# attn_col_softmax

attn_col_softmax/m2.png
Scale bar: 50 um.
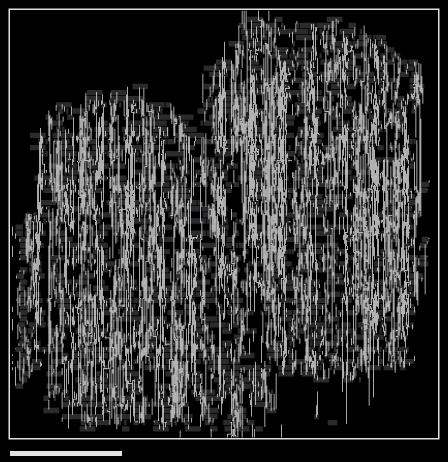

### config.mk
export PLATFORM = sky130hd
export DESIGN_NAME = attn_col_softmax
export DESIGN_NICKNAME = d
export VERILOG_FILES = /design/src/rtl/attn_col_softmax.sv
export SDC_FILE = /design/constraint.sdc
export NUM_CORES = 1
export LEC_CHECK = 0
export ABC_CLOCK_PERIOD_IN_PS = 15530
export CORE_MARGIN = 2
export CORE_UTILIZATION = 45
export DETAILED_ROUTE_END_ITERATION = 12
export PLACE_DENSITY_LB_ADDON = 0.25
export SETUP_SLACK_MARGIN = 0.5
export SYNTH_ARGS = -nofsm -noshare
export SYNTH_HDL_FRONTEND = slang
export SYNTH_SLANG_ARGS = --single-unit
### constraint.sdc
create_clock -name clk -period 15.53 [get_ports clk]
set_input_delay 3.106 -clock clk [delete_from_list [all_inputs] [get_ports clk]]
set_output_delay 3.106 -clock clk [all_outputs]
set_load 0.01 [all_outputs]
### src/rtl/attn_col_softmax.sv
// Column-wise softmax-approximation stage for the attention datapath.
// Raw accumulator results arrive one element at a time in column-major order.
// Each column is quantized into a local buffer and its minimum is tracked.
// The column is then replayed with the minimum subtracted. In mode 0 the
// difference is squared and requantized; in mode 1 it is passed through.
module attn_col_softmax #(
  parameter int N      = 8,
  parameter int ACC_W  = 36,
  parameter int DATA_W = 16,
  parameter int FRAC   = 8
) (
  input  logic              clk,
  input  logic              rst_n,
  input  logic              en,
  input  logic              mode,
  input  logic              in_valid,
  output logic              in_ready,
  input  logic [ACC_W-1:0]  in_acc,
  output logic              out_valid,
  input  logic              out_ready,
  output logic [DATA_W-1:0] out_data,
  output logic              out_sat,
  output logic              out_last_col,
  output logic              out_last
);

  localparam int RW   = (N > 1) ? $clog2(N) : 1;
  localparam int SQ_W = 2 * DATA_W;
  // Common width for both quantizers; narrower sources are zero-extended.
  localparam int QW   = (ACC_W > SQ_W) ? ACC_W : SQ_W;

  localparam logic [RW-1:0] ZERO_R = RW'(0);
  localparam logic [RW-1:0] ONE_R  = RW'(1);
  localparam logic [RW-1:0] LAST_R = RW'(N - 1);

  typedef enum logic {
    ST_LOAD = 1'b0,
    ST_EMIT = 1'b1
  } state_t;

  // Round-half-up quantizer with saturation. Returns {sat, value}.
  // Saturates when bits above the kept field are set, or when the kept
  // field plus round bit are all ones (rounding would overflow).
  function automatic logic [DATA_W:0] quant_f(input logic [QW-1:0] v);
    logic            hi_nz;
    logic            rnd_ones;
    logic [DATA_W:0] res;
    hi_nz    = |v[QW-1:FRAC+DATA_W];
    rnd_ones = &v[FRAC+DATA_W-1:FRAC-1];
    if (hi_nz || rnd_ones) begin
      res = {1'b1, {DATA_W{1'b1}}};
    end else begin
      res = {1'b0, v[FRAC+DATA_W-1:FRAC] + {{(DATA_W-1){1'b0}}, v[FRAC-1]}};
    end
    return res;
  endfunction

  state_t            state_q, state_d;
  logic [RW-1:0]     row_q, row_d;
  logic [RW-1:0]     col_q, col_d;
  logic [DATA_W-1:0] min_q, min_d;
  logic              mode_q, mode_d;
  logic [DATA_W-1:0] buf_q [N];
  logic [DATA_W-1:0] buf_d [N];
  logic [N-1:0]      sat_q, sat_d;

  logic              acc_fire_s;
  logic              out_fire_s;
  logic [DATA_W:0]   q_in_s;
  logic [DATA_W-1:0] diff_s;
  logic [SQ_W-1:0]   sq_s;
  logic [DATA_W:0]   q_sq_s;
  logic [DATA_W-1:0] data_s;
  logic              sat_s;

  assign acc_fire_s = en && (state_q == ST_LOAD) && in_valid;
  assign out_fire_s = en && (state_q == ST_EMIT) && out_ready;

  assign q_in_s = quant_f(QW'(in_acc));
  // Buffered values are never below the column minimum, so this cannot wrap.
  assign diff_s = buf_q[row_q] - min_q;
  assign sq_s   = {{DATA_W{1'b0}}, diff_s} * {{DATA_W{1'b0}}, diff_s};
  assign q_sq_s = quant_f(QW'(sq_s));

  // Select the emitted score and its saturation flag for the current row.
  always_comb begin
    data_s = diff_s;
    sat_s  = sat_q[row_q];
    if (mode_q == 1'b0) begin
      data_s = q_sq_s[DATA_W-1:0];
      sat_s  = sat_q[row_q] | q_sq_s[DATA_W];
    end else begin
      data_s = diff_s;
      sat_s  = sat_q[row_q];
    end
  end

  // Next-state logic: column load, minimum tracking, emit sequencing.
  always_comb begin
    state_d = state_q;
    row_d   = row_q;
    col_d   = col_q;
    min_d   = min_q;
    mode_d  = mode_q;
    buf_d   = buf_q;
    sat_d   = sat_q;
    case (state_q)
      ST_LOAD: begin
        if (acc_fire_s) begin
          buf_d[row_q] = q_in_s[DATA_W-1:0];
          sat_d[row_q] = q_in_s[DATA_W];
          if (row_q == ZERO_R) begin
            min_d = q_in_s[DATA_W-1:0];
          end else if (q_in_s[DATA_W-1:0] < min_q) begin
            min_d = q_in_s[DATA_W-1:0];
          end else begin
            min_d = min_q;
          end
          // Mode is captured only on the first element of a matrix.
          if ((row_q == ZERO_R) && (col_q == ZERO_R)) begin
            mode_d = mode;
          end else begin
            mode_d = mode_q;
          end
          if (row_q == LAST_R) begin
            row_d   = ZERO_R;
            state_d = ST_EMIT;
          end else begin
            row_d   = row_q + ONE_R;
            state_d = ST_LOAD;
          end
        end else begin
          state_d = ST_LOAD;
        end
      end
      ST_EMIT: begin
        if (out_fire_s) begin
          if (row_q == LAST_R) begin
            row_d   = ZERO_R;
            state_d = ST_LOAD;
            if (col_q == LAST_R) begin
              col_d = ZERO_R;
            end else begin
              col_d = col_q + ONE_R;
            end
          end else begin
            row_d   = row_q + ONE_R;
            state_d = ST_EMIT;
          end
        end else begin
          state_d = ST_EMIT;
        end
      end
      default: begin
        state_d = ST_LOAD;
        row_d   = ZERO_R;
      end
    endcase
  end

  // State registers with synchronous active-low reset; en low holds via _d.
  always_ff @(posedge clk) begin
    if (!rst_n) begin
      state_q <= ST_LOAD;
      row_q   <= ZERO_R;
      col_q   <= ZERO_R;
      min_q   <= {DATA_W{1'b0}};
      mode_q  <= 1'b0;
      sat_q   <= {N{1'b0}};
      for (int i = 0; i < N; i++) begin
        buf_q[i] <= {DATA_W{1'b0}};
      end
    end else begin
      state_q <= state_d;
      row_q   <= row_d;
      col_q   <= col_d;
      min_q   <= min_d;
      mode_q  <= mode_d;
      sat_q   <= sat_d;
      for (int i = 0; i < N; i++) begin
        buf_q[i] <= buf_d[i];
      end
    end
  end

  // Output drive; everything reads zero while reset is asserted.
  always_comb begin
    in_ready     = 1'b0;
    out_valid    = 1'b0;
    out_data     = {DATA_W{1'b0}};
    out_sat      = 1'b0;
    out_last_col = 1'b0;
    out_last     = 1'b0;
    if (rst_n) begin
      in_ready     = en && (state_q == ST_LOAD);
      out_valid    = en && (state_q == ST_EMIT);
      out_data     = data_s;
      out_sat      = sat_s;
      out_last_col = (state_q == ST_EMIT) && (row_q == LAST_R);
      out_last     = (state_q == ST_EMIT) && (row_q == LAST_R) && (col_q == LAST_R);
    end else begin
      in_ready     = 1'b0;
      out_valid    = 1'b0;
      out_data     = {DATA_W{1'b0}};
      out_sat      = 1'b0;
      out_last_col = 1'b0;
      out_last     = 1'b0;
    end
  end

endmodule
# id_ex_stage

File: src/rtl/datapath_pkg.sv
// Shared datapath widths and ALU operation codes for the execute stage.
package datapath_pkg;

   localparam int DW   = 32;
   localparam int RW   = 5;
   localparam int SELW = 4;

   // Any code not listed makes the ALU pass operand A through unchanged.
   typedef enum logic [SELW-1:0] {
      ALU_AND = 4'b0000,
      ALU_OR  = 4'b0001,
      ALU_ADD = 4'b0010,
      ALU_SUB = 4'b0110,
      ALU_SLT = 4'b0111,
      ALU_NOR = 4'b1100,
      ALU_EQ  = 4'b1111
   } alu_sel_e;

endpackage

File: src/rtl/id_ex_stage_fwd_mux.sv
// Operand forward select: EX/MEM beats MEM/WB, register 0 is never forwarded.
// Latency: combinational. Backpressure: none, pure select.
module fwd_mux
   import datapath_pkg::*;
#(
   parameter int DW = datapath_pkg::DW,
   parameter int RW = datapath_pkg::RW
) (
   input  logic [RW-1:0] src_addr,
   input  logic [DW-1:0] rf_data,
   input  logic          exm_reg_write,
   input  logic [RW-1:0] exm_rd_addr,
   input  logic [DW-1:0] exm_result,
   input  logic          wb_reg_write,
   input  logic [RW-1:0] wb_rd_addr,
   input  logic [DW-1:0] wb_result,
   output logic [DW-1:0] fwd_data
);

   always_comb begin
      fwd_data = rf_data;
      if (src_addr != '0) begin
         if (exm_reg_write && (exm_rd_addr == src_addr))
            fwd_data = exm_result;
         else if (wb_reg_write && (wb_rd_addr == src_addr))
            fwd_data = wb_result;
      end
   end

endmodule

File: src/rtl/id_ex_stage.sv
// ID/EX pipeline register feeding the ALU; forwarding and held-entry snoop under ID_EX_FWD_EN.
// Latency: 1 cycle, 1 instruction per cycle. Backpressure: in_ready = !flush && (!out_valid || out_ready).
// A held entry keeps its control fields; its operands may still pick up late forwarded results.
module id_ex_stage
   import datapath_pkg::*;
#(
   parameter int DW   = datapath_pkg::DW,
   parameter int RW   = datapath_pkg::RW,
   parameter int SELW = datapath_pkg::SELW
) (
   input  logic            clk,
   input  logic            reset,
   input  logic            in_valid,
   output logic            in_ready,
   input  logic [RW-1:0]   in_rs_addr,
   input  logic [RW-1:0]   in_rt_addr,
   input  logic [DW-1:0]   in_rs_data,
   input  logic [DW-1:0]   in_rt_data,
   input  logic [DW-1:0]   in_imm,
   input  logic            in_alu_src,
   input  logic [SELW-1:0] in_alu_sel,
   input  logic [RW-1:0]   in_rd_addr,
   input  logic            in_reg_write,
   input  logic            flush,
   input  logic            exm_reg_write,
   input  logic [RW-1:0]   exm_rd_addr,
   input  logic [DW-1:0]   exm_result,
   input  logic            wb_reg_write,
   input  logic [RW-1:0]   wb_rd_addr,
   input  logic [DW-1:0]   wb_result,
   output logic            out_valid,
   input  logic            out_ready,
   output logic [DW-1:0]   A_out,
   output logic [DW-1:0]   B_out,
   output logic [SELW-1:0] ALU_Sel_out,
   output logic [DW-1:0]   store_data_out,
   output logic [RW-1:0]   rd_addr_out,
   output logic            reg_write_out
);

   logic          capture;
   logic [DW-1:0] fwd_rs;
   logic [DW-1:0] fwd_rt;
   logic [DW-1:0] b_sel;

   assign in_ready = !flush && (!out_valid || out_ready);
   assign capture  = in_valid && in_ready;

`ifdef ID_EX_FWD_EN
   logic [RW-1:0] rs_q;
   logic [RW-1:0] rt_q;
   logic          alu_src_q;
   logic [DW-1:0] snoop_rs;
   logic [DW-1:0] snoop_rt;

   fwd_mux #(.DW(DW), .RW(RW)) u_fwd_rs (
      .src_addr(in_rs_addr), .rf_data(in_rs_data),
      .exm_reg_write(exm_reg_write), .exm_rd_addr(exm_rd_addr), .exm_result(exm_result),
      .wb_reg_write(wb_reg_write), .wb_rd_addr(wb_rd_addr), .wb_result(wb_result),
      .fwd_data(fwd_rs)
   );

   fwd_mux #(.DW(DW), .RW(RW)) u_fwd_rt (
      .src_addr(in_rt_addr), .rf_data(in_rt_data),
      .exm_reg_write(exm_reg_write), .exm_rd_addr(exm_rd_addr), .exm_result(exm_result),
      .wb_reg_write(wb_reg_write), .wb_rd_addr(wb_rd_addr), .wb_result(wb_result),
      .fwd_data(fwd_rt)
   );

   // Snoop falls back to the held operand itself when nothing matches.
   fwd_mux #(.DW(DW), .RW(RW)) u_snoop_rs (
      .src_addr(rs_q), .rf_data(A_out),
      .exm_reg_write(exm_reg_write), .exm_rd_addr(exm_rd_addr), .exm_result(exm_result),
      .wb_reg_write(wb_reg_write), .wb_rd_addr(wb_rd_addr), .wb_result(wb_result),
      .fwd_data(snoop_rs)
   );

   fwd_mux #(.DW(DW), .RW(RW)) u_snoop_rt (
      .src_addr(rt_q), .rf_data(store_data_out),
      .exm_reg_write(exm_reg_write), .exm_rd_addr(exm_rd_addr), .exm_result(exm_result),
      .wb_reg_write(wb_reg_write), .wb_rd_addr(wb_rd_addr), .wb_result(wb_result),
      .fwd_data(snoop_rt)
   );

   always_ff @(posedge clk) begin
      if (reset) begin
         rs_q      <= '0;
         rt_q      <= '0;
         alu_src_q <= 1'b0;
      end else if (capture) begin
         rs_q      <= in_rs_addr;
         rt_q      <= in_rt_addr;
         alu_src_q <= in_alu_src;
      end
   end
`else
   logic unused_fwd;

   assign fwd_rs     = in_rs_data;
   assign fwd_rt     = in_rt_data;
   assign unused_fwd = ^{in_rs_addr, in_rt_addr, exm_reg_write, exm_rd_addr, exm_result,
                         wb_reg_write, wb_rd_addr, wb_result};
`endif

   assign b_sel = in_alu_src ? in_imm : fwd_rt;

   always_ff @(posedge clk) begin
      if (reset) begin
         out_valid      <= 1'b0;
         A_out          <= '0;
         B_out          <= '0;
         store_data_out <= '0;
         ALU_Sel_out    <= '0;
         rd_addr_out    <= '0;
         reg_write_out  <= 1'b0;
      end else if (flush) begin
         out_valid      <= 1'b0;
      end else if (capture) begin
         out_valid      <= 1'b1;
         A_out          <= fwd_rs;
         B_out          <= b_sel;
         store_data_out <= fwd_rt;
         ALU_Sel_out    <= in_alu_sel;
         rd_addr_out    <= in_rd_addr;
         reg_write_out  <= in_reg_write;
      end else if (out_valid && out_ready) begin
         out_valid      <= 1'b0;
`ifdef ID_EX_FWD_EN
      end else if (out_valid) begin
         A_out          <= snoop_rs;
         store_data_out <= snoop_rt;
         if (!alu_src_q)
            B_out       <= snoop_rt;
`endif
      end
   end

endmodule

File: config.mk
export PLATFORM = sky130hd
export DESIGN_NAME = id_ex_stage
export DESIGN_NICKNAME = d
export VERILOG_FILES = /design/src/rtl/datapath_pkg.sv /design/src/rtl/id_ex_stage_fwd_mux.sv /design/src/rtl/id_ex_stage.sv
export SDC_FILE = /design/constraint.sdc
export NUM_CORES = 1
export LEC_CHECK = 0
export CAP_MARGIN = 30
export CORE_MARGIN = 8
export CORE_UTILIZATION = 35
export DETAILED_ROUTE_END_ITERATION = 10
export PLACE_DENSITY_LB_ADDON = 0.15
export SETUP_SLACK_MARGIN = 0.15
export SYNTH_ARGS = -nofsm -noshare
export SYNTH_HDL_FRONTEND = slang
export SYNTH_SLANG_ARGS = --single-unit
export TNS_END_PERCENT = 1
File: constraint.sdc
create_clock -name clk -period 2.06 [get_ports clk]
set_clock_uncertainty 0.05 [all_clocks]
set_input_delay 0.618 -clock clk [delete_from_list [all_inputs] [get_ports clk]]
set_output_delay 0.618 -clock clk [all_outputs]
set_load 0.1 [all_outputs]
# wb_ram_arbiter_flat

File: src/rtl/wb_ram_arbiter_if.sv
// Wishbone link between one master and the arbiter, or between the arbiter and
// the tagged RAM slave. Carries the request bundle plus ack/err/read data.
interface wb_ram_arbiter_if #(
  parameter int WB_DATA_WIDTH = 32,
  parameter int WB_ADDR_WIDTH = 32,
  parameter int WB_SEL_WIDTH  = 4
);
  logic [WB_ADDR_WIDTH-1:0] addr;
  logic [WB_DATA_WIDTH-1:0] wdata;
  logic [WB_SEL_WIDTH-1:0]  sel;
  logic                     we;
  logic                     cyc;
  logic                     stb;
  logic                     check_tags;
  logic                     ack;
  logic                     err;
  logic [WB_DATA_WIDTH-1:0] rdata;

  // Side that issues requests.
  modport master (
    output addr, wdata, sel, we, cyc, stb, check_tags,
    input  ack, err, rdata
  );

  // Side that answers requests.
  modport slave (
    input  addr, wdata, sel, we, cyc, stb, check_tags,
    output ack, err, rdata
  );
endinterface

File: src/rtl/wb_ram_arbiter.sv
// Two-master Wishbone arbiter in front of the tagged RAM slave.
// m0 = instruction fetch, m1 = data/LSU. One master owns the slave per
// transaction, contention is resolved round-robin, and every transaction is
// followed by a single idle GAP cycle so the slave's one-cycle STOP state is
// never overrun.
// Optional feature: define WB_ARB_TIMEOUT_EN to abort a transaction that sees
// no ack for TIMEOUT_CYCLES BUSY cycles and pulse err to the owning master.
module wb_ram_arbiter #(
  parameter int WB_DATA_WIDTH  = 32,
  parameter int WB_ADDR_WIDTH  = 32,
  parameter int WB_SEL_WIDTH   = 4,
  parameter int TIMEOUT_CYCLES = 16
) (
  input  logic             wb_clk_i,
  input  logic             wb_rst_i,
  wb_ram_arbiter_if.slave  m0,
  wb_ram_arbiter_if.slave  m1,
  wb_ram_arbiter_if.master s,
  output logic [1:0]       grant_o
);

  typedef enum logic [1:0] {
    IDLE = 2'd0,
    BUSY = 2'd1,
    GAP  = 2'd2
  } state_t;

  state_t state_q, state_d;
  logic [1:0] grant_q, grant_d;
  // 1 = m1 was granted last, 0 = m0 was granted last
  logic last_grant_q, last_grant_d;

  logic m0_req, m1_req;
  logic busy;
  logic timeout_hit;
  logic pick_m1;

  // Bundle of the currently granted master
  logic [WB_ADDR_WIDTH-1:0] mux_addr;
  logic [WB_DATA_WIDTH-1:0] mux_wdata;
  logic [WB_SEL_WIDTH-1:0]  mux_sel;
  logic                     mux_we;
  logic                     mux_cyc;
  logic                     mux_req;
  logic                     mux_check_tags;

  assign m0_req  = m0.cyc & m0.stb;
  assign m1_req  = m1.cyc & m1.stb;
  assign busy    = (state_q == BUSY);
  assign grant_o = grant_q;

  // Select the granted master's request bundle (m0 unless m1 holds the grant)
  always_comb begin
    mux_addr       = m0.addr;
    mux_wdata      = m0.wdata;
    mux_sel        = m0.sel;
    mux_we         = m0.we;
    mux_cyc        = m0.cyc;
    mux_req        = m0_req;
    mux_check_tags = m0.check_tags;
    if (grant_q[1]) begin
      mux_addr       = m1.addr;
      mux_wdata      = m1.wdata;
      mux_sel        = m1.sel;
      mux_we         = m1.we;
      mux_cyc        = m1.cyc;
      mux_req        = m1_req;
      mux_check_tags = m1.check_tags;
    end
  end

`ifdef WB_ARB_TIMEOUT_EN
  localparam int TIMER_W = $clog2(TIMEOUT_CYCLES + 1);

  logic [TIMER_W-1:0] timer_q;

  assign timeout_hit = busy && (timer_q == TIMER_W'(TIMEOUT_CYCLES));

  // Count BUSY cycles without ack; held at zero outside BUSY so it starts clean
  always_ff @(posedge wb_clk_i or posedge wb_rst_i) begin
    if (wb_rst_i) begin
      timer_q <= '0;
    end else if (!busy) begin
      timer_q <= '0;
    end else if (!s.ack && !timeout_hit) begin
      timer_q <= timer_q + 1'b1;
    end
  end

  // Timeout error goes to the owner only, and an ack in the same cycle wins
  always_comb begin
    m0.err = busy & grant_q[0] & timeout_hit & ~s.ack;
    m1.err = busy & grant_q[1] & timeout_hit & ~s.ack;
  end
`else
  assign timeout_hit = 1'b0;

  // Without the timeout feature a transaction can never error out
  always_comb begin
    m0.err = 1'b0;
    m1.err = 1'b0;
  end
`endif

  // State, grant and round-robin history registers
  always_ff @(posedge wb_clk_i or posedge wb_rst_i) begin
    if (wb_rst_i) begin
      state_q      <= IDLE;
      grant_q      <= 2'b00;
      last_grant_q <= 1'b1;
    end else begin
      state_q      <= state_d;
      grant_q      <= grant_d;
      last_grant_q <= last_grant_d;
    end
  end

  // Arbitration and transaction sequencing: IDLE -> BUSY -> GAP -> IDLE
  always_comb begin
    state_d      = state_q;
    grant_d      = grant_q;
    last_grant_d = last_grant_q;
    pick_m1      = m1_req & (~m0_req | ~last_grant_q);
    case (state_q)
      IDLE: begin
        grant_d = 2'b00;
        if (m0_req || m1_req) begin
          state_d      = BUSY;
          grant_d      = pick_m1 ? 2'b10 : 2'b01;
          last_grant_d = pick_m1;
        end
      end
      BUSY: begin
        if (s.ack || !mux_cyc || timeout_hit) begin
          state_d = GAP;
          grant_d = 2'b00;
        end
      end
      GAP: begin
        state_d = IDLE;
        grant_d = 2'b00;
      end
      default: begin
        state_d = IDLE;
        grant_d = 2'b00;
      end
    endcase
  end

  // Slave bundle follows the owner only while BUSY; strobes drop on timeout
  always_comb begin
    s.addr       = '0;
    s.wdata      = '0;
    s.sel        = '0;
    s.we         = 1'b0;
    s.cyc        = 1'b0;
    s.stb        = 1'b0;
    s.check_tags = 1'b0;
    if (busy) begin
      s.addr       = mux_addr;
      s.wdata      = mux_wdata;
      s.sel        = mux_sel;
      s.we         = mux_we;
      s.cyc        = mux_req & ~timeout_hit;
      s.stb        = mux_req & ~timeout_hit;
      s.check_tags = mux_check_tags;
    end
  end

  // Only the owning master sees the slave's ack and read data
  always_comb begin
    m0.ack   = busy & grant_q[0] & s.ack;
    m1.ack   = busy & grant_q[1] & s.ack;
    m0.rdata = '0;
    m1.rdata = '0;
    if (busy && grant_q[0]) begin
      m0.rdata = s.rdata;
    end
    if (busy && grant_q[1]) begin
      m1.rdata = s.rdata;
    end
  end

endmodule

File: src/flat_wrapper.sv
// flat-port wrapper written by rule: the top's interface ports become plain ports
module wb_ram_arbiter_flat 
#(
  parameter int WB_DATA_WIDTH  = 32,
  parameter int WB_ADDR_WIDTH  = 32,
  parameter int WB_SEL_WIDTH   = 4,
  parameter int TIMEOUT_CYCLES = 16
)
  (wb_clk_i, wb_rst_i, grant_o, m0_addr, m0_wdata, m0_sel, m0_we, m0_cyc, m0_stb, m0_check_tags, m0_ack, m0_err, m0_rdata, m1_addr, m1_wdata, m1_sel, m1_we, m1_cyc, m1_stb, m1_check_tags, m1_ack, m1_err, m1_rdata, s_addr, s_wdata, s_sel, s_we, s_cyc, s_stb, s_check_tags, s_ack, s_err, s_rdata);
  wb_ram_arbiter_if #(.WB_DATA_WIDTH(WB_DATA_WIDTH), .WB_ADDR_WIDTH(WB_ADDR_WIDTH), .WB_SEL_WIDTH(WB_SEL_WIDTH)) m0_i ();
  wb_ram_arbiter_if #(.WB_DATA_WIDTH(WB_DATA_WIDTH), .WB_ADDR_WIDTH(WB_ADDR_WIDTH), .WB_SEL_WIDTH(WB_SEL_WIDTH)) m1_i ();
  wb_ram_arbiter_if #(.WB_DATA_WIDTH(WB_DATA_WIDTH), .WB_ADDR_WIDTH(WB_ADDR_WIDTH), .WB_SEL_WIDTH(WB_SEL_WIDTH)) s_i ();
  input  logic wb_clk_i;
  input  logic wb_rst_i;
  output logic [1:0] grant_o;
  input wire logic [$bits(m0_i.addr)-1:0] m0_addr;
  input wire logic [$bits(m0_i.wdata)-1:0] m0_wdata;
  input wire logic [$bits(m0_i.sel)-1:0] m0_sel;
  input wire logic [$bits(m0_i.we)-1:0] m0_we;
  input wire logic [$bits(m0_i.cyc)-1:0] m0_cyc;
  input wire logic [$bits(m0_i.stb)-1:0] m0_stb;
  input wire logic [$bits(m0_i.check_tags)-1:0] m0_check_tags;
  output wire logic [$bits(m0_i.ack)-1:0] m0_ack;
  output wire logic [$bits(m0_i.err)-1:0] m0_err;
  output wire logic [$bits(m0_i.rdata)-1:0] m0_rdata;
  input wire logic [$bits(m1_i.addr)-1:0] m1_addr;
  input wire logic [$bits(m1_i.wdata)-1:0] m1_wdata;
  input wire logic [$bits(m1_i.sel)-1:0] m1_sel;
  input wire logic [$bits(m1_i.we)-1:0] m1_we;
  input wire logic [$bits(m1_i.cyc)-1:0] m1_cyc;
  input wire logic [$bits(m1_i.stb)-1:0] m1_stb;
  input wire logic [$bits(m1_i.check_tags)-1:0] m1_check_tags;
  output wire logic [$bits(m1_i.ack)-1:0] m1_ack;
  output wire logic [$bits(m1_i.err)-1:0] m1_err;
  output wire logic [$bits(m1_i.rdata)-1:0] m1_rdata;
  output wire logic [$bits(s_i.addr)-1:0] s_addr;
  output wire logic [$bits(s_i.wdata)-1:0] s_wdata;
  output wire logic [$bits(s_i.sel)-1:0] s_sel;
  output wire logic [$bits(s_i.we)-1:0] s_we;
  output wire logic [$bits(s_i.cyc)-1:0] s_cyc;
  output wire logic [$bits(s_i.stb)-1:0] s_stb;
  output wire logic [$bits(s_i.check_tags)-1:0] s_check_tags;
  input wire logic [$bits(s_i.ack)-1:0] s_ack;
  input wire logic [$bits(s_i.err)-1:0] s_err;
  input wire logic [$bits(s_i.rdata)-1:0] s_rdata;
  assign m0_i.addr = m0_addr;
  assign m0_i.wdata = m0_wdata;
  assign m0_i.sel = m0_sel;
  assign m0_i.we = m0_we;
  assign m0_i.cyc = m0_cyc;
  assign m0_i.stb = m0_stb;
  assign m0_i.check_tags = m0_check_tags;
  assign m0_ack = m0_i.ack;
  assign m0_err = m0_i.err;
  assign m0_rdata = m0_i.rdata;
  assign m1_i.addr = m1_addr;
  assign m1_i.wdata = m1_wdata;
  assign m1_i.sel = m1_sel;
  assign m1_i.we = m1_we;
  assign m1_i.cyc = m1_cyc;
  assign m1_i.stb = m1_stb;
  assign m1_i.check_tags = m1_check_tags;
  assign m1_ack = m1_i.ack;
  assign m1_err = m1_i.err;
  assign m1_rdata = m1_i.rdata;
  assign s_addr = s_i.addr;
  assign s_wdata = s_i.wdata;
  assign s_sel = s_i.sel;
  assign s_we = s_i.we;
  assign s_cyc = s_i.cyc;
  assign s_stb = s_i.stb;
  assign s_check_tags = s_i.check_tags;
  assign s_i.ack = s_ack;
  assign s_i.err = s_err;
  assign s_i.rdata = s_rdata;
  wb_ram_arbiter #(.WB_DATA_WIDTH(WB_DATA_WIDTH), .WB_ADDR_WIDTH(WB_ADDR_WIDTH), .WB_SEL_WIDTH(WB_SEL_WIDTH), .TIMEOUT_CYCLES(TIMEOUT_CYCLES)) u_core (.wb_clk_i(wb_clk_i), .wb_rst_i(wb_rst_i), .m0(m0_i), .m1(m1_i), .s(s_i), .grant_o(grant_o));
endmodule
File: config.mk
export PLATFORM = sky130hd
export DESIGN_NAME = wb_ram_arbiter_flat
export DESIGN_NICKNAME = d
export VERILOG_FILES = /design/src/rtl/wb_ram_arbiter_if.sv /design/src/rtl/wb_ram_arbiter.sv /design/src/flat_wrapper.sv
export SDC_FILE = /design/constraint.sdc
export NUM_CORES = 1
export LEC_CHECK = 0
export CAP_MARGIN = 20
export CELL_PAD_IN_SITES_DETAIL_PLACEMENT = 1
export CELL_PAD_IN_SITES_GLOBAL_PLACEMENT = 1
export CORE_UTILIZATION = 12
export CTS_CLUSTER_DIAMETER = 120
export DETAILED_ROUTE_END_ITERATION = 16
export PLACE_DENSITY_LB_ADDON = 0.05
export SYNTH_ARGS = -nofsm -noshare
export SYNTH_HDL_FRONTEND = slang
export SYNTH_SLANG_ARGS = --single-unit
File: constraint.sdc
create_clock -name wb_clk_i -period 1.95 [get_ports wb_clk_i]
set_input_delay 0.39 -clock wb_clk_i [delete_from_list [all_inputs] [get_ports wb_clk_i]]
set_output_delay 0.39 -clock wb_clk_i [all_outputs]
set_load 0.005 [all_outputs]
# ram_arbiter

<file path="src/rtl/cpu_types_pkg.sv">
// Shared CPU/memory types: word, RAM handshake state, arbiter FSM state and
// request source encoding, plus the per-core request priority helper.
package cpu_types_pkg;

    typedef logic [31:0] word_t;

    typedef enum logic [1:0] {
        FREE   = 2'd0,
        BUSY   = 2'd1,
        ACCESS = 2'd2,
        ERROR  = 2'd3
    } ramstate_t;

    typedef enum logic {
        IDLE  = 1'b0,
        GRANT = 1'b1
    } arbstate_t;

    typedef enum logic [1:0] {
        SRC_NONE   = 2'd0,
        SRC_IREAD  = 2'd1,
        SRC_DREAD  = 2'd2,
        SRC_DWRITE = 2'd3
    } arbsrc_t;

    // Within one core a data write beats a data read, which beats an ifetch.
    function automatic arbsrc_t core_src(input logic iren, input logic dren, input logic dwen);
        if (dwen)      return SRC_DWRITE;
        else if (dren) return SRC_DREAD;
        else if (iren) return SRC_IREAD;
        return SRC_NONE;
    endfunction

endpackage

</file>
<file path="src/rtl/arb_pick.sv">
// Combinational winner selection between two cores.
// Fairness between cores is chosen by ARB_ROUND_ROBIN_EN (fixed core-0 priority when undefined).
module arb_pick
    import cpu_types_pkg::*;
(
    input  logic [1:0] iren,
    input  logic [1:0] dren,
    input  logic [1:0] dwen,
    input  logic       last,
    output logic       vld,
    output logic       core,
    output arbsrc_t    src
);

    logic    [1:0] req;
    arbsrc_t       src0;
    arbsrc_t       src1;

    assign req  = iren | dren | dwen;
    assign src0 = core_src(iren[0], dren[0], dwen[0]);
    assign src1 = core_src(iren[1], dren[1], dwen[1]);
    assign vld  = |req;

`ifdef ARB_ROUND_ROBIN_EN
    // On a tie the core that was not served most recently wins.
    assign core = (&req) ? ~last : (req[1] & ~req[0]);
`else
    logic unused_last;
    assign unused_last = last;
    assign core = req[1] & ~req[0];
`endif

    assign src = core ? src1 : src0;

endmodule

</file>
<file path="src/rtl/ram_arbiter.sv">
// Two-core arbiter for a single RAM port: IDLE/GRANT FSM with per-core
// dWEN > dREN > iREN priority. Optional round-robin via ARB_ROUND_ROBIN_EN.
module ram_arbiter
    import cpu_types_pkg::*;
#(
    parameter int CPUS = 2
) (
    input  logic            CLK,
    input  logic            nRST,
    input  logic [CPUS-1:0] iREN,
    input  logic [CPUS-1:0] dREN,
    input  logic [CPUS-1:0] dWEN,
    input  word_t           iaddr  [CPUS],
    input  word_t           daddr  [CPUS],
    input  word_t           dstore [CPUS],
    output logic [CPUS-1:0] iwait,
    output logic [CPUS-1:0] dwait,
    output word_t           iload  [CPUS],
    output word_t           dload  [CPUS],
    output word_t           ramaddr,
    output word_t           ramstore,
    output logic            ramREN,
    output logic            ramWEN,
    input  word_t           ramload,
    input  ramstate_t       ramstate
);

    arbstate_t state, next_state;
    logic      owner;
    arbsrc_t   src;
    logic      owner_req;
    logic      done;
    logic      last_served;
    logic      pick_vld;
    logic      pick_core;
    arbsrc_t   pick_src;

    arb_pick u_pick (
        .iren (iREN),
        .dren (dREN),
        .dwen (dWEN),
        .last (last_served),
        .vld  (pick_vld),
        .core (pick_core),
        .src  (pick_src)
    );

    always_ff @(posedge CLK or negedge nRST) begin
        if (!nRST) begin
            state <= IDLE;
            owner <= 1'b0;
            src   <= SRC_NONE;
        end else begin
            state <= next_state;
            if (state == IDLE && pick_vld) begin
                owner <= pick_core;
                src   <= pick_src;
            end
        end
    end

`ifdef ARB_ROUND_ROBIN_EN
    always_ff @(posedge CLK or negedge nRST) begin
        if (!nRST) begin
            last_served <= 1'b1;
        end else if (done) begin
            last_served <= owner;
        end
    end
`else
    assign last_served = 1'b1;
`endif

    // Is the owner still holding the exact request it was granted for?
    always_comb begin
        owner_req = 1'b0;
        unique case (src)
            SRC_DWRITE: owner_req = dWEN[owner];
            SRC_DREAD:  owner_req = dREN[owner];
            SRC_IREAD:  owner_req = iREN[owner];
            default:    owner_req = 1'b0;
        endcase
    end

    always_comb begin
        next_state = state;
        ramaddr    = '0;
        ramstore   = '0;
        ramREN     = 1'b0;
        ramWEN     = 1'b0;
        iwait      = iREN;
        dwait      = dREN | dWEN;
        done       = 1'b0;
        unique case (state)
            IDLE: begin
                if (pick_vld) next_state = GRANT;
            end
            GRANT: begin
                ramaddr  = (src == SRC_IREAD) ? iaddr[owner] : daddr[owner];
                ramstore = dstore[owner];
                if (!owner_req) begin
                    next_state = IDLE;
                end else begin
                    ramWEN = (src == SRC_DWRITE);
                    ramREN = (src != SRC_DWRITE);
                    if (ramstate == ACCESS) begin
                        done       = 1'b1;
                        next_state = IDLE;
                        if (src == SRC_IREAD) iwait[owner] = 1'b0;
                        else                  dwait[owner] = 1'b0;
                    end
                end
            end
            default: next_state = IDLE;
        endcase
    end

    always_comb begin
        for (int n = 0; n < CPUS; n++) begin
            iload[n] = ramload;
            dload[n] = ramload;
        end
    end

endmodule
</file>
<file path="config.mk">
export PLATFORM = sky130hd
export DESIGN_NAME = ram_arbiter
export DESIGN_NICKNAME = d
export VERILOG_FILES = /design/src/rtl/cpu_types_pkg.sv /design/src/rtl/arb_pick.sv /design/src/rtl/ram_arbiter.sv
export SDC_FILE = /design/constraint.sdc
export NUM_CORES = 1
export LEC_CHECK = 0
export CAP_MARGIN = 20
export CORE_AREA = 10 10 159 161
export DETAILED_ROUTE_END_ITERATION = 8
export DIE_AREA = 0 0 169 171
export PLACE_DENSITY_LB_ADDON = 0.2
export RECOVER_POWER = 100
export SYNTH_ARGS = -nofsm -noshare
export SYNTH_HDL_FRONTEND = slang
export SYNTH_SLANG_ARGS = --single-unit
</file>
<file path="constraint.sdc">
create_clock -name CLK -period 2 [get_ports CLK]
set_input_delay 0.4 -clock CLK [delete_from_list [all_inputs] [get_ports CLK]]
set_output_delay 0.4 -clock CLK [all_outputs]
set_load 0.005 [all_outputs]
</file>
ram_arbiter/m1.png
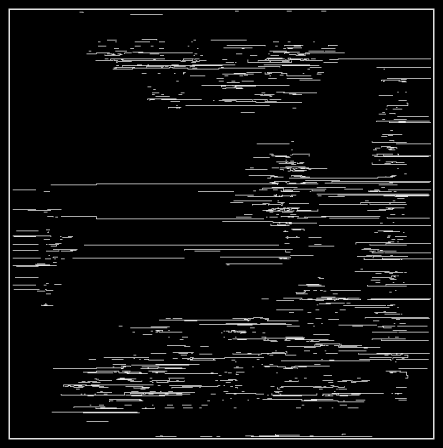
nets with wire on the layer: 625
share of all routed wire: 36%
DRT Wirelength: 15.5 mm
met1 Usage GRT: 10.5%
routed via count: 2,848

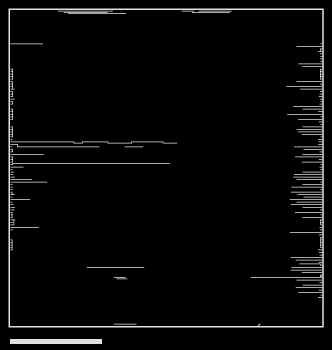
ram_arbiter/m3.png
Scale bar: 50 um.
longest straight run: 84.9 um
nets with wire on the layer: 125
wire length on this layer: 1,340 um
main direction: horizontal

==> impl_metrics.json, ram_arbiter <==
{
  "overflow_left_after_global_routing": 0,
  "netlist.top_cell.by_instances": "sky130_fd_sc_hd__buf_4",
  "critPathTopFamily": "buffers and inverters",
  "ys_sh_simple_pct": 17.0,
  "run_status": "complete, but fails checks",
  "grt_pass1_wl_mm": 21.9,
  "critPathMostFrequentCell": "sky130_fd_sc_hd__buf_12",
  "worst_pin_slew_ns": 0.352,
  "cts-root-buf": "sky130_fd_sc_hd__clkbuf_16",
  "setup_viol": 41,
  "ys.flop_type": "sky130_fd_sc_hd__dfrtp_1",
  "layout_top_cells": "sky130_fd_sc_hd__clkdlybuf4s50_1, sky130_fd_sc_hd__buf_6, sky130_fd_sc_hd__buf_2",
  "postSynth.asyncResetShare_pct": 100,
  "worst_slack_ns": -0.226,
  "core_area_mm2": 0.0222,
  "violated_checks": "negative setup slack",
  "r2r-end": "state",
  "worst_r2r_path_depth": 6,
  "max_fo_critical_path": 7,
  "post_synth_inst_count": 319,
  "critical_path.cell_chain": "buf_12 > buf_12 > buf_8 > mux4_2 > and2_4 > buf_6",
  "synth.cellmix.adderShare_pct": 0,
  "route.detailed.drc": 0,
  "cp_num_cells": 6
}
==> ram_arbiter: cell type report <==
type	count	area, um2	area share, %
inverter	1	3.75	0.0674
multi-input combinational	166	1800	32.4
sequential	4	105	1.89
tap	285	357	6.40
clock buffer	3	75.1	1.35
timing repair buffer	321	3230	57.9
==> ram_arbiter: timing repair <==
| item | in CTS | in global routing |
|---|---|---|
| buffers inserted | 27 | 4 |
| pin swaps | 31 | 8 |
| hold buffers | 0 | 0 |
| cloned | 6 | 1 |
| endpoints found under the setup margin | 70 | 57 |
| gates resized | 320 | 57 |
==> ram_arbiter: per-stage QoR <==
step                setup WS (ns)  cells
floorplan                   0.308    319
global placement           -0.539    746
global route               -0.269    780
detailed placement         -0.526    746
CTS                        -0.326    780
finish                     -0.226    780
==> ram_arbiter: per-layer routing <==
metal  GRT usage, %  wire length, um  up-vias  part of all wire, %
met1           10.5             5540     1357                   36
met3           3.58             1340       26                  8.7
met2           18.8             8480      134                   55
li1               -                -     1329                    -
met4           1.31              116        2                 0.75
met5              0               13        -                0.084
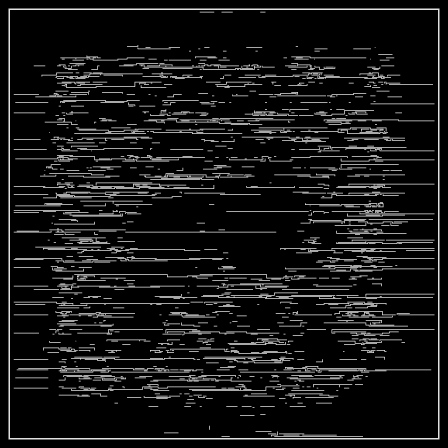
id_ex_stage/m1.png
share of all routed wire: 40%
main direction: horizontal
wire length on this layer: 6,490 um
longest straight run: 44.6 um
nets with wire on the layer: 685
routed via count: 4,493
met1 Usage GRT: 21.6%
DRT Wirelength: 16.1 mm

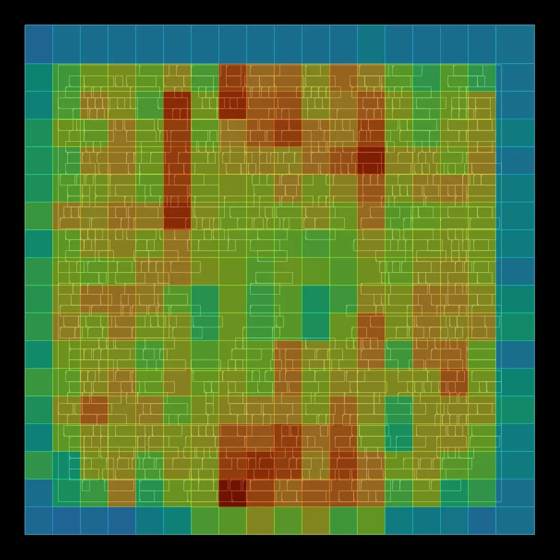
id_ex_stage/congestion_map.png
final design utilization: 67.3%
routing usage on met2: 32.2%

==> impl_metrics.json, id_ex_stage <==
{
  "log.warning_count": 113,
  "post_drt_via_cell_ratio": 5.38,
  "hpwlAfterDp_mm": 11.8,
  "synthTopCellsByCount": "sky130_fd_sc_hd__dfxtp_1, sky130_fd_sc_hd__a21oi_1, sky130_fd_sc_hd__nand3_1, sky130_fd_sc_hd__o21ai_0",
  "first_pass_iters": 4,
  "floorplan.die.width_um": 127,
  "placement_rows": 40,
  "antenna_found_initial": 0,
  "ys.warnings.count": 0,
  "post_synth_inst_count": 492,
  "run_status": "completed",
  "overflow_left_after_global_routing": 0,
  "route.detailed.drc": 0,
  "timing_worst_setup_path_type": "input port to primary output",
  "setup_tns_ns": 0,
  "grt_pass1_wl_mm": 24.7,
  "ys_sh_simple_pct": 9.65,
  "number_of_filler_cells_placed_in_the_layout": 941,
  "height_of_the_chip_um": 127,
  "synth.yosys.num_cells": 492,
  "achievable-frequency_mhz": 531,
  "cts-hold-fix-buffers": 0,
  "synthTopCellsByArea": "sky130_fd_sc_hd__dfxtp_1, sky130_fd_sc_hd__a21oi_1, sky130_fd_sc_hd__nand3_1",
  "synth.avg_cell_area_um2": 8.75,
  "final_cell_count_no_fill": 835
}
-- id_ex_stage: worst max-delay path, cell delays in order --
cell and delay (ns):
sky130_fd_sc_hd__buf_2 0.08, sky130_fd_sc_hd__and2b_2 0.23, sky130_fd_sc_hd__nor2_4 0.10, sky130_fd_sc_hd__buf_12 0.18
-- id_ex_stage: layout make-up --
class                           count  area, um2  area share (%)
Clock inverter                      2       10.0           0.124
Sequential cell                   107       2140            26.5
Tap cell                          147        184            2.28
Timing Repair Buffer              240       3570            44.2
Clock buffer                       13        270            3.34
Multi-Input combinational cell    326       1900            23.6
-- id_ex_stage: per-layer routing --
layer  part of all wire (%)  GRT usage, %  wire (um)
met2                     49          32.2       7870
met4                    1.4          6.51        227
met1                     40          21.6       6490
met5                      0             0          0
met3                    9.4          8.29       1520
-- id_ex_stage: final timing paths --
check / startpoint / endpoint / slack [ns] / depth (start not counted)
worst max register to register: out_valid / B_out[26] / 0.35 / 6
worst min register to register: store_data_out[26] / store_data_out[26] / 0.46 / 2
worst max-delay path: out_ready / in_ready / 0.18 / 4
worst min-delay path: store_data_out[26] / store_data_out[26] / 0.46 / 2
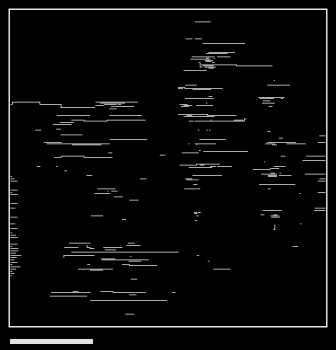
attn_col_softmax/m3.png
Scale bar: 50 um.
main direction: horizontal
longest straight run: 64.4 um
wire length on this layer: 1,720 um

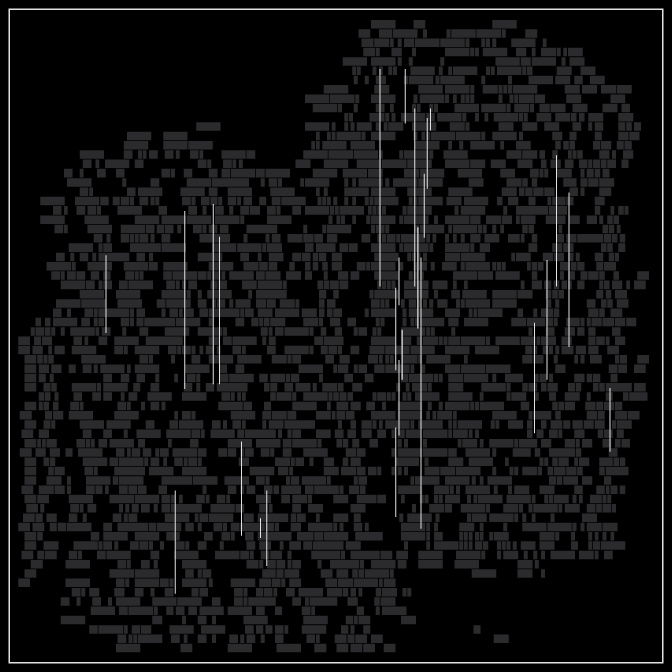
attn_col_softmax/m4.png
main direction: vertical
share of all routed wire: 1.9%
DRT Wirelength: 42.2 mm
routed via count: 13,000

## Picture notes: attn_col_softmax/m2.png
main direction: vertical
wire length on this layer: 20.5 mm
nets with wire on the layer: 1,790

==> impl_metrics.json, attn_col_softmax <==
{
  "reg2reg_from": "min_q[9]",
  "layout_min_cycle_time_ns": 14.64,
  "postSynth.asyncResetShare_pct": 0,
  "run_status": "completed",
  "timing_max_transition_violations_final": 0,
  "worstSetupEndpointType": "primary output",
  "max_slew_margin_pct": 22.5,
  "worstPathRequired_ns": 12.42,
  "cts_tree": "done",
  "xor_share_pct": 3.80,
  "setup_tns_ns": 0,
  "worst_hold_path_type": "flip-flop to flip-flop",
  "route.detailed.drc": 0,
  "initial_core_utilization_pct": 45.5,
  "port-buffer-count": 55,
  "dpl.cell_count": 2286,
  "final_design_area_no_fill_mm2": 0.0174,
  "highest_layer": "met4",
  "design.portCount": 63,
  "clkSinkCount": 160,
  "hpwlAfterDp_mm": 31.7,
  "layout_top_cells": "sky130_fd_sc_hd__nor2_1, sky130_fd_sc_hd__inv_1, sky130_fd_sc_hd__fa_1",
  "hp-start": "buf_q[79]"
}
[attn_col_softmax: registers in the layout, indices dropped and copies added, names as in the netlist]
signal and count:
buf_q 128, min_q 16, col_q 3, sat_q 8, mode_q 1, row_q 3
state_q 1
[attn_col_softmax: area by class of cell]
type	instances	area share, %
clock buffer	21	2.58
clock inverter	11	0.740
inverter	255	5.51
multi-input combinational	1319	64.4
sequential	160	18.4
tap	455	3.27
timing repair buffer	99	5.07
[attn_col_softmax: worst max-delay path: cells and delay by family (launching register included)]
kind | cells | cell delay [ns]
adders and majority gates | 9 | 4.13
AOI/OAI and AO/OA | 11 | 2.32
and+or+nand+nor | 10 | 2.19
buffers and inverters | 10 | 1.71
DFF | 1 | 0.43
xor gates and xnor gates | 2 | 0.32
[attn_col_softmax: worst max path at each step]
stage                         to  slack [ns]  depth (start not counted)
floorplan            out_data[0]        1.94                         46
CTS                 out_data[15]        0.49                         45
global placement    out_data[15]        0.57                         39
detailed placement  out_data[15]        0.49                         39
finish               out_data[7]        0.89                         42
global route         out_data[7]        0.50                         42
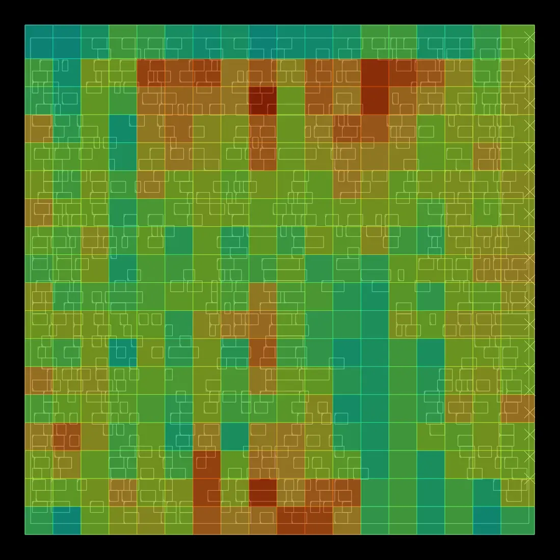
wb_ram_arbiter_flat/congestion_map.png
global-route total usage across every layer: 15.4%
final design utilization: 37.3%
average wire length per cell after detail routing: 17.5 um
layer carrying the most global-route usage: met2
routing usage on met2: 30.3%

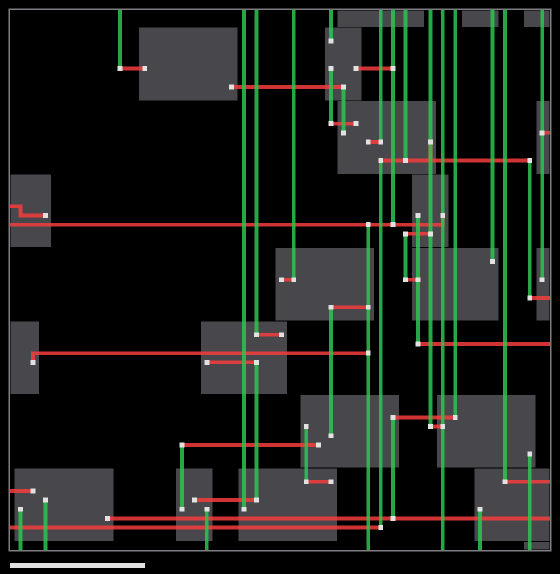
wb_ram_arbiter_flat/closeup.png
Scale bar: 5 um. Window x 21 to 41, y 84 to 104 um. Cells in grey, sequential cells in the stronger grey; small squares are vias.
| layer | colour |
|---|---|
| M1 | red |
| M2 | green |
cells with their middle in the window: 14
sequential cells in the window: 0
most frequent: nor2_1 (4), clkdlybuf4s50_1 (4)

==> impl_metrics.json, wb_ram_arbiter_flat <==
{
  "run_status": "complete, but fails checks",
  "violated_checks": "design-rule violations, negative setup slack",
  "overflow_left_after_global_routing": 0,
  "reg2reg_setup_slack_ns": 0.47,
  "sequential_area_um2": 130,
  "placement_rows": 44,
  "worst_slack_ns": -0.0857,
  "dpl-instance-area_mm2": 0.00529,
  "mux_area_share_pct": 39.4,
  "highest_layer": "met5",
  "critical_path_arrival_ns": 1.65,
  "grt_util_met3_pct": 5.61,
  "final_design_area_no_fill_mm2": 0.00548,
  "layout_top_cells": "sky130_fd_sc_hd__clkdlybuf4s50_1, sky130_fd_sc_hd__dlygate4sd2_1, sky130_fd_sc_hd__nor2_1",
  "path_clk_slew_ns": 0.03,
  "route.detailed.drc": 21,
  "cts_max_path_buffers": 2,
  "final_common_cell": "sky130_fd_sc_hd__clkdlybuf4s50_1",
  "synthesis.area_mm2": 0.00183,
  "cts-root-buf": "sky130_fd_sc_hd__clkbuf_16",
  "worst_r2r_path_depth": 4,
  "setup_viol": 47,
  "worstSetupEndpointType": "primary output",
  "achievable-frequency_mhz": 491
}
wb_ram_arbiter_flat: how the worst max path moves through the flow:
stage | depth (start not counted) | endpoint | start | slack (ns)
floorplan | 5 | s_stb | u_core.grant_o[1] | 0.30
global placement | 5 | s_stb | m1_cyc | -0.45
detailed placement | 5 | s_stb | m1_cyc | -0.48
CTS | 4 | m1_rdata[27] | u_core.state_q[0] | -0.21
global route | 4 | s_sel[0] | u_core.grant_o[1] | -0.13
finish | 4 | s_sel[0] | u_core.grant_o[1] | -0.09
wb_ram_arbiter_flat: sequential cells by signal (all words and copies together), names as in the netlist:
name and cells:
u_core.grant_o 2, u_core.state_q 2, u_core.last_grant_q 1
wb_ram_arbiter_flat: layout make-up:
type,count,share of cell area [%]
clock buffers,4,1.44
inverters,2,0.137
multi-input cells,228,28.5
flip-flops and latches,5,2.37
well taps,184,4.20
repair buffers,353,63.3
wb_ram_arbiter_flat: timing repair:
item / in CTS / in global routing
gates resized: 142 / 56
setup endpoints to repair: 138 / 44
pin swaps: 1 / 0
hold buffers: 0 / 0
buffers inserted: 0 / 11
cloned: 0 / 6


==> layout pictures side by side <==
Metal 2.
Scale bar: 50 um.
picture 1
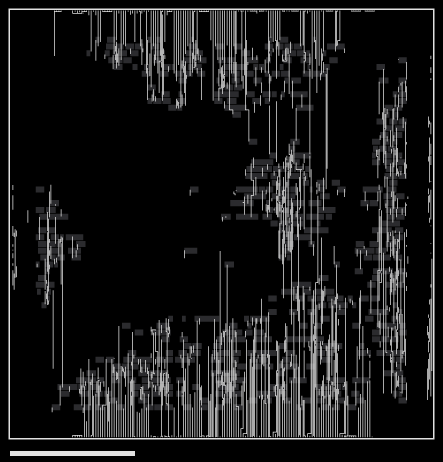
picture 2
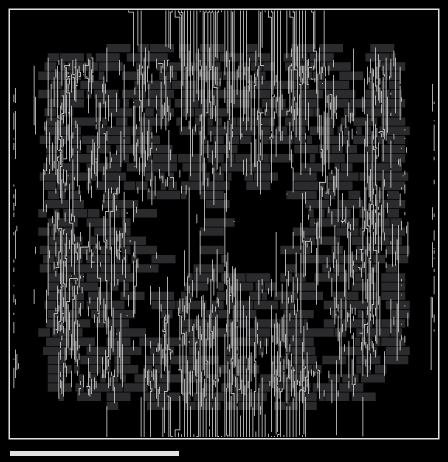
picture 3
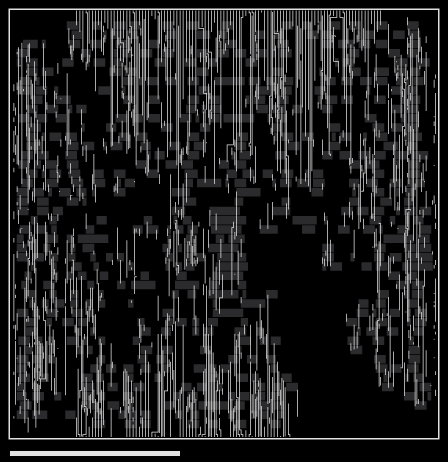
picture 1: ram_arbiter
picture 3: wb_ram_arbiter_flat
picture 2: id_ex_stage
Of these, largest die: picture 1

